######## design 1 ########
design_1/registers.png
The bar under the picture is 50 µm long. Other sequential cells in the stronger grey, the rest of the logic in the fainter grey.
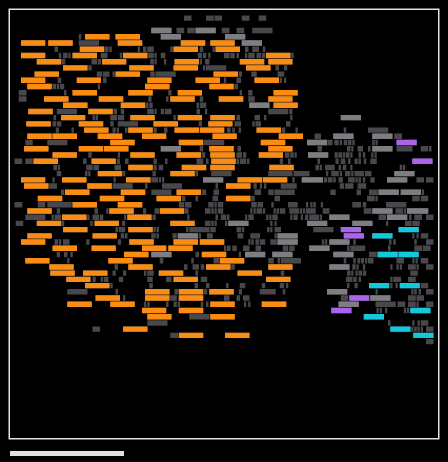

## config.mk

```make
export PLATFORM = sky130hd
export DESIGN_NAME = coax_host_bus_port
export DESIGN_NICKNAME = d
export VERILOG_FILES = /design/src/rtl/coax_host_bus_port.sv
export SDC_FILE = /design/constraint.sdc
export NUM_CORES = 1
export LEC_CHECK = 0
export ABC_AREA = 1
export CORE_MARGIN = 1.5
export CORE_UTILIZATION = 25
export CTS_BUF_LIST = sky130_fd_sc_hd__clkbuf_16
export DETAILED_ROUTE_END_ITERATION = 8
export PLACE_DENSITY = 0.48
export SYNTH_ARGS = -nofsm -noshare
export SYNTH_HDL_FRONTEND = slang
export SYNTH_SLANG_ARGS = --single-unit
```

## constraint.sdc

```tcl
create_clock -name clk -period 2.92 [get_ports clk]
set_clock_uncertainty 0.2 [all_clocks]
set_input_delay 0.438 -clock clk [delete_from_list [all_inputs] [get_ports clk]]
set_output_delay 0.438 -clock clk [all_outputs]
set_load 0.05 [all_outputs]
```

## src/rtl/coax_host_bus_port.sv

```systemverilog
// -----------------------------------------------------------------------------
// coax_host_bus_port
//
// Host-side bus port between the MCU's asynchronous shared data bus and the
// coax_tx / coax_buffered_rx cores. Contains:
//   - SYNC_STAGES-deep synchronisers on the three asynchronous host inputs,
//     with edge detection on the two strobes
//   - a TX_DEPTH-word transmit FIFO that paces one-clock loads into coax_tx
//   - a four-state bus-turnaround FSM that owns the pad output enable
//   - sticky overflow / underflow flags
//
// Optional feature macro: COAX_HOST_PORT_STATS_EN
//   Defined   -> adds tx_drop_count[7:0] and rx_underrun_count[7:0], saturating
//                event counters that follow tx_overflow / rx_underflow.
//   Undefined -> those ports and counters do not exist.
//
// Ports:
//   clk             core clock (38 MHz PLL domain)
//   reset           asynchronous, active-high reset
//   host_tx_load    async host write strobe (rising edge)
//   host_rx_read    async host read strobe (rising edge)
//   host_rx_enable  async bus-direction request (1 = port drives bus)
//   host_data_in    bus pad input word
//   host_data_out   bus pad output word
//   host_data_oe    bus pad output enable
//   host_tx_full    transmit FIFO full (registered)
//   host_rx_empty   registered copy of rx_empty
//   tx_overflow     sticky: a host load was dropped on a full FIFO
//   rx_underflow    sticky: a host read hit an empty receiver
//   rx_enable       synchronised host_rx_enable, to receiver gate
//   tx_data         word to coax_tx
//   tx_load         one-clock load pulse to coax_tx
//   tx_full         coax_tx full
//   rx_data         head word from coax_buffered_rx
//   rx_read_strobe  one-clock pop pulse to receiver
//   rx_empty        receiver empty
// -----------------------------------------------------------------------------
module coax_host_bus_port #(
    parameter int DATA_WIDTH        = 10,
    parameter int SYNC_STAGES       = 2,
    parameter int TX_DEPTH          = 16,
    parameter int TURNAROUND_CLOCKS = 2
) (
    input  logic                  clk,
    input  logic                  reset,
    input  logic                  host_tx_load,
    input  logic                  host_rx_read,
    input  logic                  host_rx_enable,
    input  logic [DATA_WIDTH-1:0] host_data_in,
    output logic [DATA_WIDTH-1:0] host_data_out,
    output logic                  host_data_oe,
    output logic                  host_tx_full,
    output logic                  host_rx_empty,
    output logic                  tx_overflow,
    output logic                  rx_underflow,
    output logic                  rx_enable,
    output logic [DATA_WIDTH-1:0] tx_data,
    output logic                  tx_load,
    input  logic                  tx_full,
    input  logic [DATA_WIDTH-1:0] rx_data,
    output logic                  rx_read_strobe,
    input  logic                  rx_empty
`ifdef COAX_HOST_PORT_STATS_EN
    ,
    output logic [7:0]            tx_drop_count,
    output logic [7:0]            rx_underrun_count
`endif
);

    localparam int PW = $clog2(TX_DEPTH);
    localparam int CW = $clog2(TURNAROUND_CLOCKS + 1);
    localparam logic [PW:0]   FULL_COUNT = (PW + 1)'(TX_DEPTH);
    localparam logic [CW-1:0] TA_LOAD    = CW'(TURNAROUND_CLOCKS);
    localparam logic [CW-1:0] CNT_ONE    = CW'(1);

    typedef enum logic [1:0] {
        ST_RELEASED = 2'd0,
        ST_TURN_ON  = 2'd1,
        ST_DRIVING  = 2'd2,
        ST_TURN_OFF = 2'd3
    } bus_state_t;

    // -------------------------------------------------------------------------
    // Input synchronisers: bit 0 = write strobe, 1 = read strobe, 2 = enable
    // -------------------------------------------------------------------------
    logic [2:0] w_async;
    logic [2:0] w_sync_top;

    assign w_async = {host_rx_enable, host_rx_read, host_tx_load};

    genvar gi;
    generate
        for (gi = 0; gi < 3; gi++) begin : g_sync
            logic [SYNC_STAGES-1:0] r_chain;

            always_ff @(posedge clk or posedge reset) begin
                if (reset) begin
                    r_chain <= '0;
                end else begin
                    r_chain <= {r_chain[SYNC_STAGES-2:0], w_async[gi]};
                end
            end

            assign w_sync_top[gi] = r_chain[SYNC_STAGES-1];
        end
    endgenerate

    // Edge-detect stage. The enable level is delayed by the same extra flop so
    // all three inputs see SYNC_STAGES+1 clocks of latency into the core.
    logic r_ld_dly, r_rd_dly;
    logic r_ld_ev, r_rd_ev;
    logic r_en_lvl;

    always_ff @(posedge clk or posedge reset) begin
        if (reset) begin
            r_ld_dly <= 1'b0;
            r_rd_dly <= 1'b0;
            r_ld_ev  <= 1'b0;
            r_rd_ev  <= 1'b0;
            r_en_lvl <= 1'b0;
        end else begin
            r_ld_dly <= w_sync_top[0];
            r_rd_dly <= w_sync_top[1];
            r_ld_ev  <= w_sync_top[0] & ~r_ld_dly;
            r_rd_ev  <= w_sync_top[1] & ~r_rd_dly;
            r_en_lvl <= w_sync_top[2];
        end
    end

    // -------------------------------------------------------------------------
    // Bus turnaround FSM
    // -------------------------------------------------------------------------
    bus_state_t    r_state, w_state_next;
    logic [CW-1:0] r_cnt, w_cnt_next;
    logic          r_oe;

    // The counter is loaded with TURNAROUND_CLOCKS on entry, so each turn
    // state lasts exactly TURNAROUND_CLOCKS clocks: leaving when it would
    // decrement to zero.
    always_comb begin
        w_state_next = r_state;
        w_cnt_next   = r_cnt;
        case (r_state)
            ST_RELEASED: begin
                if (r_en_lvl) begin
                    w_state_next = ST_TURN_ON;
                    w_cnt_next   = TA_LOAD;
                end
            end
            ST_TURN_ON: begin
                if (!r_en_lvl) begin
                    w_state_next = ST_TURN_OFF;
                    w_cnt_next   = TA_LOAD;
                end else if (r_cnt <= CNT_ONE) begin
                    w_state_next = ST_DRIVING;
                    w_cnt_next   = '0;
                end else begin
                    w_cnt_next   = r_cnt - CNT_ONE;
                end
            end
            ST_DRIVING: begin
                if (!r_en_lvl) begin
                    w_state_next = ST_TURN_OFF;
                    w_cnt_next   = TA_LOAD;
                end
            end
            ST_TURN_OFF: begin
                if (r_cnt <= CNT_ONE) begin
                    w_state_next = ST_RELEASED;
                    w_cnt_next   = '0;
                end else begin
                    w_cnt_next   = r_cnt - CNT_ONE;
                end
            end
            default: begin
                w_state_next = ST_RELEASED;
                w_cnt_next   = '0;
            end
        endcase
    end

    always_ff @(posedge clk or posedge reset) begin
        if (reset) begin
            r_state <= ST_RELEASED;
            r_cnt   <= '0;
            r_oe    <= 1'b0;
        end else begin
            r_state <= w_state_next;
            r_cnt   <= w_cnt_next;
            r_oe    <= (w_state_next == ST_DRIVING);
        end
    end

    logic w_released, w_driving;
    assign w_released = (r_state == ST_RELEASED);
    assign w_driving  = (r_state == ST_DRIVING);

    // -------------------------------------------------------------------------
    // Transmit FIFO
    // -------------------------------------------------------------------------
    logic [DATA_WIDTH-1:0] r_mem [TX_DEPTH];
    logic [PW-1:0]         r_wr_ptr, r_rd_ptr;
    logic [PW:0]           r_count, w_count_next;
    logic                  r_host_full;
    logic [DATA_WIDTH-1:0] r_tx_data;
    logic                  r_tx_load;
    logic                  w_push, w_drop, w_pop;

    // Loads arriving outside RELEASED are ignored outright (no drop flag).
    assign w_push = r_ld_ev & w_released & (r_count != FULL_COUNT);
    assign w_drop = r_ld_ev & w_released & (r_count == FULL_COUNT);
    // Blocking on the previous tx_load enforces the 2-clock load spacing.
    assign w_pop  = (r_count != '0) & ~tx_full & ~r_tx_load;

    always_comb begin
        w_count_next = r_count;
        case ({w_push, w_pop})
            2'b10:   w_count_next = r_count + 1'b1;
            2'b01:   w_count_next = r_count - 1'b1;
            default: w_count_next = r_count;
        endcase
    end

    // Storage array without reset so it maps onto block RAM; contents are
    // discarded on reset by clearing the pointers and count.
    always_ff @(posedge clk) begin
        if (w_push) begin
            r_mem[r_wr_ptr] <= host_data_in;
        end
    end

    always_ff @(posedge clk or posedge reset) begin
        if (reset) begin
            r_wr_ptr    <= '0;
            r_rd_ptr    <= '0;
            r_count     <= '0;
            r_host_full <= 1'b0;
            r_tx_data   <= '0;
            r_tx_load   <= 1'b0;
        end else begin
            if (w_push) begin
                r_wr_ptr <= r_wr_ptr + 1'b1;
            end
            if (w_pop) begin
                r_rd_ptr  <= r_rd_ptr + 1'b1;
                r_tx_data <= r_mem[r_rd_ptr];
            end
            r_count     <= w_count_next;
            r_host_full <= (w_count_next == FULL_COUNT);
            r_tx_load   <= w_pop;
        end
    end

    // -------------------------------------------------------------------------
    // Receive path and sticky flags
    // -------------------------------------------------------------------------
    logic                  r_rd_strobe;
    logic                  r_underflow, r_overflow;
    logic                  r_host_rx_empty;
    logic [DATA_WIDTH-1:0] r_dout;
    logic                  w_underrun;

    assign w_underrun = r_rd_ev & w_driving & rx_empty;

    always_ff @(posedge clk or posedge reset) begin
        if (reset) begin
            r_rd_strobe     <= 1'b0;
            r_underflow     <= 1'b0;
            r_overflow      <= 1'b0;
            r_host_rx_empty <= 1'b1;
            r_dout          <= '0;
        end else begin
            r_rd_strobe     <= r_rd_ev & w_driving & ~rx_empty;
            r_host_rx_empty <= rx_empty;
            if (w_underrun) begin
                r_underflow <= 1'b1;
            end
            if (w_drop) begin
                r_overflow <= 1'b1;
            end
            if (w_driving) begin
                r_dout <= rx_data;
            end
        end
    end

`ifdef COAX_HOST_PORT_STATS_EN
    logic [7:0] r_drop_cnt, r_underrun_cnt;

    always_ff @(posedge clk or posedge reset) begin
        if (reset) begin
            r_drop_cnt     <= '0;
            r_underrun_cnt <= '0;
        end else begin
            if (w_drop && (r_drop_cnt != 8'hFF)) begin
                r_drop_cnt <= r_drop_cnt + 8'd1;
            end
            if (w_underrun && (r_underrun_cnt != 8'hFF)) begin
                r_underrun_cnt <= r_underrun_cnt + 8'd1;
            end
        end
    end

    assign tx_drop_count     = r_drop_cnt;
    assign rx_underrun_count = r_underrun_cnt;
`endif

    // -------------------------------------------------------------------------
    // Outputs
    // -------------------------------------------------------------------------
    assign host_data_out  = r_dout;
    assign host_data_oe   = r_oe;
    assign host_tx_full   = r_host_full;
    assign host_rx_empty  = r_host_rx_empty;
    assign tx_overflow    = r_overflow;
    assign rx_underflow   = r_underflow;
    assign rx_enable      = r_en_lvl;
    assign tx_data        = r_tx_data;
    assign tx_load        = r_tx_load;
    assign rx_read_strobe = r_rd_strobe;

endmodule

```

######## design 2 ########
[src/rtl/branch_conditional_unit.sv]
// Branch Conditional execution unit: evaluates BO/BI against CR and CTR, computes
// the redirect address, owns CTR/LR and emits a registered resolution record.
module branch_conditional_unit #(
    parameter int addressWidth            = 64,
    parameter int instructionCounterWidth = 64,
    parameter int instMinIdWidth          = 7,
    parameter int opcodeSize              = 12,
    parameter int PidSize                 = 20,
    parameter int TidSize                 = 16,
    parameter int bodyWidth               = 28,
    parameter int BCOpcode                = 24
) (
    input  logic                               clock_i,
    input  logic                               reset_i,
    input  logic                               enable_i,
    input  logic [opcodeSize-1:0]              opcode_i,
    input  logic [bodyWidth-1:0]               instructionBody_i,
    input  logic [addressWidth-1:0]            instructionAddress_i,
    input  logic [instructionCounterWidth:0]   instMajId_i,
    input  logic [instMinIdWidth-1:0]          instMinId_i,
    input  logic                               is64Bit_i,
    input  logic [PidSize-1:0]                 instPid_i,
    input  logic [TidSize-1:0]                 instTid_i,
    input  logic [31:0]                        cr_i,
    input  logic                               stall_i,
    input  logic                               flush_i,
    input  logic                               ctrWrite_i,
    input  logic                               lrWrite_i,
    input  logic [63:0]                        sprData_i,
    output logic                               ready_o,
    output logic                               valid_o,
    output logic                               taken_o,
    output logic [addressWidth-1:0]            target_o,
    output logic [instructionCounterWidth:0]   instMajId_o,
    output logic [instMinIdWidth-1:0]          instMinId_o,
    output logic [PidSize-1:0]                 instPid_o,
    output logic [TidSize-1:0]                 instTid_o,
    output logic                               illegal_o,
    output logic [63:0]                        ctr_o,
    output logic [63:0]                        lr_o
);

    // Body uses big-endian bit numbering: ISA bit i lives at instructionBody_i[bodyWidth-1-i].
    logic        bo_ignore_cond;
    logic        bo_cond_val;
    logic        bo_no_dec;
    logic        bo_ctr_val;
    logic        unused_hint;
    logic [4:0]  bi;
    logic [15:0] bd_ext;
    logic        aa;
    logic        lk;

    assign bo_ignore_cond = instructionBody_i[bodyWidth-1];
    assign bo_cond_val    = instructionBody_i[bodyWidth-2];
    assign bo_no_dec      = instructionBody_i[bodyWidth-3];
    assign bo_ctr_val     = instructionBody_i[bodyWidth-4];
    assign unused_hint    = instructionBody_i[bodyWidth-5];
    assign bi             = instructionBody_i[bodyWidth-6 -: 5];
    assign bd_ext         = instructionBody_i[bodyWidth-11 -: 16];
    assign aa             = instructionBody_i[1];
    assign lk             = instructionBody_i[0];

    logic [63:0] ctr_q;
    logic [63:0] lr_q;
    logic [63:0] ctr_next;
    logic        ctr_zero;
    logic        ctr_ok;
    logic        cond_ok;
    logic        taken;
    logic [63:0] addr64;
    logic [63:0] disp;
    logic [63:0] mode_mask;
    logic [63:0] tgt;
    logic [63:0] seq;
    logic        op_match;
    logic        issue;
    logic        accept;
    logic        reject;

    assign ready_o  = !valid_o || !stall_i;
    assign op_match = (opcode_i == opcodeSize'(BCOpcode));
    assign issue    = enable_i && ready_o && !flush_i;
    assign accept   = issue && op_match;
    assign reject   = issue && !op_match;

    assign ctr_next = bo_no_dec ? ctr_q : ctr_q - 64'd1;
    assign ctr_zero = is64Bit_i ? (ctr_next == 64'd0) : (ctr_next[31:0] == 32'd0);
    assign ctr_ok   = bo_no_dec || (ctr_zero == bo_ctr_val);
    assign cond_ok  = bo_ignore_cond || (cr_i[5'd31 - bi] == bo_cond_val);
    assign taken    = ctr_ok && cond_ok;

    // 32-bit mode clears the upper word of every address produced here, including LR.
    assign addr64    = 64'(instructionAddress_i);
    assign disp      = {{48{bd_ext[15]}}, bd_ext};
    assign mode_mask = is64Bit_i ? 64'hFFFF_FFFF_FFFF_FFFF : 64'h0000_0000_FFFF_FFFF;
    assign tgt       = (aa ? disp : addr64 + disp) & mode_mask;
    assign seq       = (addr64 + 64'd4) & mode_mask;

    always_ff @(posedge clock_i or posedge reset_i) begin
        if (reset_i) begin
            valid_o     <= 1'b0;
            taken_o     <= 1'b0;
            target_o    <= '0;
            instMajId_o <= '0;
            instMinId_o <= '0;
            instPid_o   <= '0;
            instTid_o   <= '0;
            illegal_o   <= 1'b0;
        end else begin
            illegal_o <= reject;
            if (flush_i) begin
                valid_o <= 1'b0;
            end else if (accept) begin
                valid_o     <= 1'b1;
                taken_o     <= taken;
                target_o    <= addressWidth'(taken ? tgt : seq);
                instMajId_o <= instMajId_i;
                instMinId_o <= instMinId_i;
                instPid_o   <= instPid_i;
                instTid_o   <= instTid_i;
            end else if (!stall_i) begin
                valid_o <= 1'b0;
            end
        end
    end

    // A branch's own CTR/LR update wins over an mtspr landing on the same edge.
    always_ff @(posedge clock_i or posedge reset_i) begin
        if (reset_i) begin
            ctr_q <= 64'd0;
            lr_q  <= 64'd0;
        end else begin
            if (accept && !bo_no_dec) begin
                ctr_q <= ctr_next;
            end else if (ctrWrite_i) begin
                ctr_q <= sprData_i;
            end
            if (accept && lk) begin
                lr_q <= seq;
            end else if (lrWrite_i) begin
                lr_q <= sprData_i;
            end
        end
    end

    assign ctr_o = ctr_q;
    assign lr_o  = lr_q;

endmodule
[config.mk]
export PLATFORM = sky130hd
export DESIGN_NAME = branch_conditional_unit
export DESIGN_NICKNAME = d
export VERILOG_FILES = /design/src/rtl/branch_conditional_unit.sv
export SDC_FILE = /design/constraint.sdc
export NUM_CORES = 1
export LEC_CHECK = 0
export CAP_MARGIN = 5
export CORE_ASPECT_RATIO = 0.6
export CORE_MARGIN = 8
export CORE_UTILIZATION = 44
export DETAILED_ROUTE_END_ITERATION = 6
export PLACE_DENSITY = 0.79
export REMOVE_ABC_BUFFERS = 1
export SLEW_MARGIN = 20
export SYNTH_ARGS = -nofsm -noshare
export SYNTH_HDL_FRONTEND = slang
export SYNTH_SLANG_ARGS = --single-unit
[constraint.sdc]
create_clock -name clock_i -period 9.4 [get_ports clock_i]
set_input_delay 1.41 -clock clock_i [delete_from_list [all_inputs] [get_ports clock_i]]
set_output_delay 1.41 -clock clock_i [all_outputs]
set_load 0.02 [all_outputs]
design_1/cell_classes.png
The bar under the picture is 50 µm long. Fill, decap, tap and diode cells in grey.
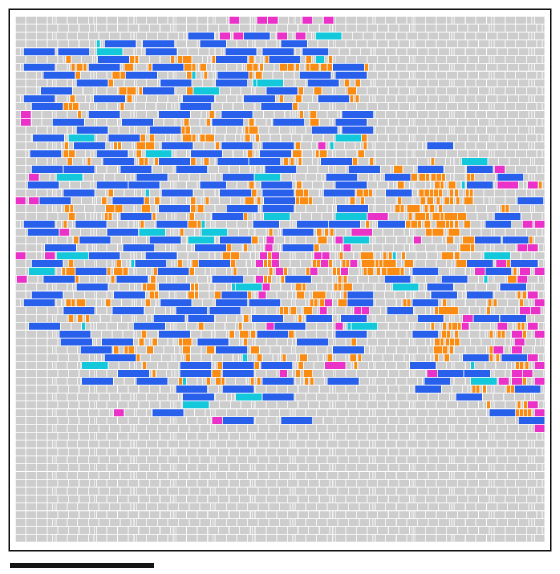
colour	class	cells
magenta	other buffers and delay cells	86
orange	all other logic	414
blue	flip-flops	215
cyan	clock drivers and dummy loads	43

Notes on design_1/registers.png above:
colour	signal	sequential cells
purple	g_sync.r_chain	6
orange	r_mem	160
cyan	host_data_out	10

==> reports/results.txt, design 1 <==
Clock-pin slew on the worst setup and hold paths - 0.06 ns
Fmax - 0.408 GHz
Via Count - 5,427
Dpl hpwl - 12.3 mm
Die ar. - 35,000 µm²
MaxCap Viol Count - 0
Pin count of the biggest net entering global routing - 83
Clock buffer count - 24
Starting DRC count in detailed routing - 383
Tool warnings - 29
Worst setup path endpoint - tx_data[0]
NonClk Buf Share - 0.0795
Worst setup margin - 0.468 ns
Status - complete, no violations
Synth Flop Type - edfxtp_1
Top routing layer used - met4
Post-Route M1 WL - 10.0 mm
RD Place Congestion - 0.781
Power consumption - 10.2 mW
CP Launch Point - tx_data[0]
Mux area share - 0
Seq pwr share - 0.378
Internal power - 6.36 mW
Largest cell class - sequential cells
design_2/registers.png
The bar under the picture is 100 µm long. Other sequential cells in the stronger grey, the rest of the logic in the fainter grey.
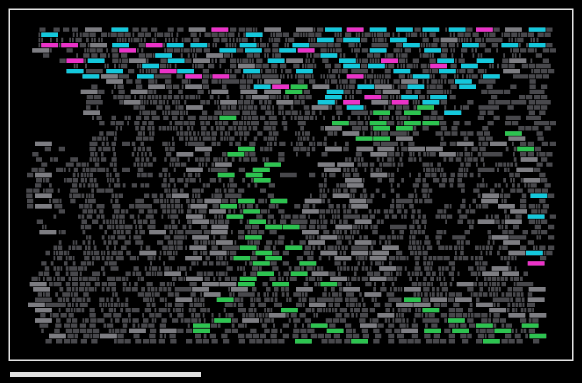
colour	signal	sequential cells
magenta	instPid_o	20
green	lr_o	64
cyan	instMajId_o	65

==> reports/results.txt, design 2 <==
Met2 GRT Util - 0.486
Largest reg by FF count - instMajId_o
R2r startpoint - ctr_o[2]
H-Tree Level Count - 2
Tap Cells - 630
Fmax - 0.142 GHz
I/O pins - 620
Largest cell class - combinational gates
Fin nets - 3,444
Via density - 6.03
Slew Viols, Final - 0
CP Launch Point - instructionBody_i[25]
Starting DRC count in detailed routing - 2,982
Top cells by count - nand2_1, dfrtp_1, nor2_1
Tool warnings - 32
DP Area - 27,000 µm²
Status - complete, no violations
Setup TNS - 0 ns
Initial antenna violation count - 12
NonClk Buf Share - 0.226
Max FFs per register - 65
Period utilisation layout - 0.747
Hold_sp - instMajId_o[53]

## Gallery

Routed metal, one colour a layer.
image #1
The bar under the picture is 100 µm long. Two of the layers only.
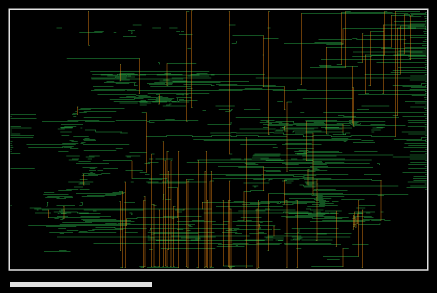
image #2
The bar under the picture is 50 µm long. Two of the layers only.
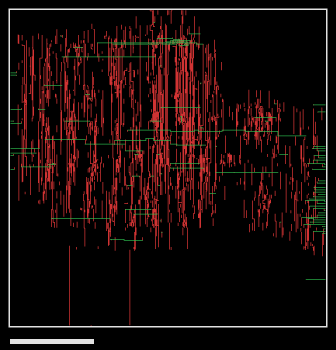
- most wire: image #1
- largest die: image #1
image #1: design 2
image #2: design 1

Key to image #2:
colour	layer	wire length
red	met2	9,430 µm
green	met3	1,010 µm



## Gallery

Congestion heat map.
panel A
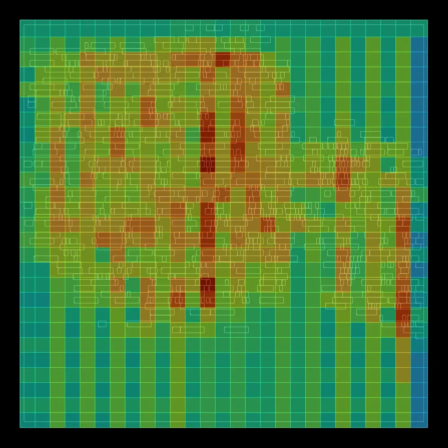
panel B
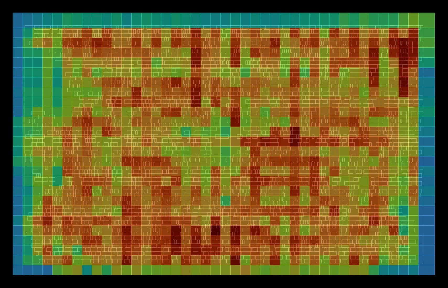
The one with the highest utilization is panel B.
The one with the highest track usage is panel B.
panel B -> design 2
panel A -> design 1


## Gallery

Placement density heat map.
(a)
19 x 19 tiles, from black (low) to pale yellow (high), 0 to 100% covered.
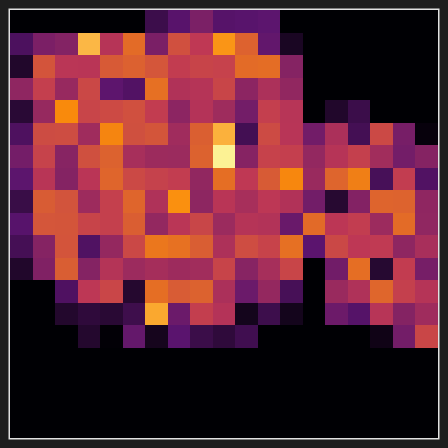
(b)
29 x 18 tiles, from black (low) to pale yellow (high), 0 to 100% covered.
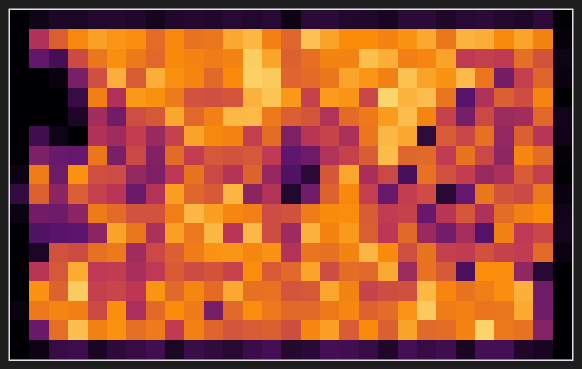
- (b) = design 2
- (a) = design 1
Of these, highest utilization: (b)

No activity file was given, so power comes from the tool's default toggle rates.
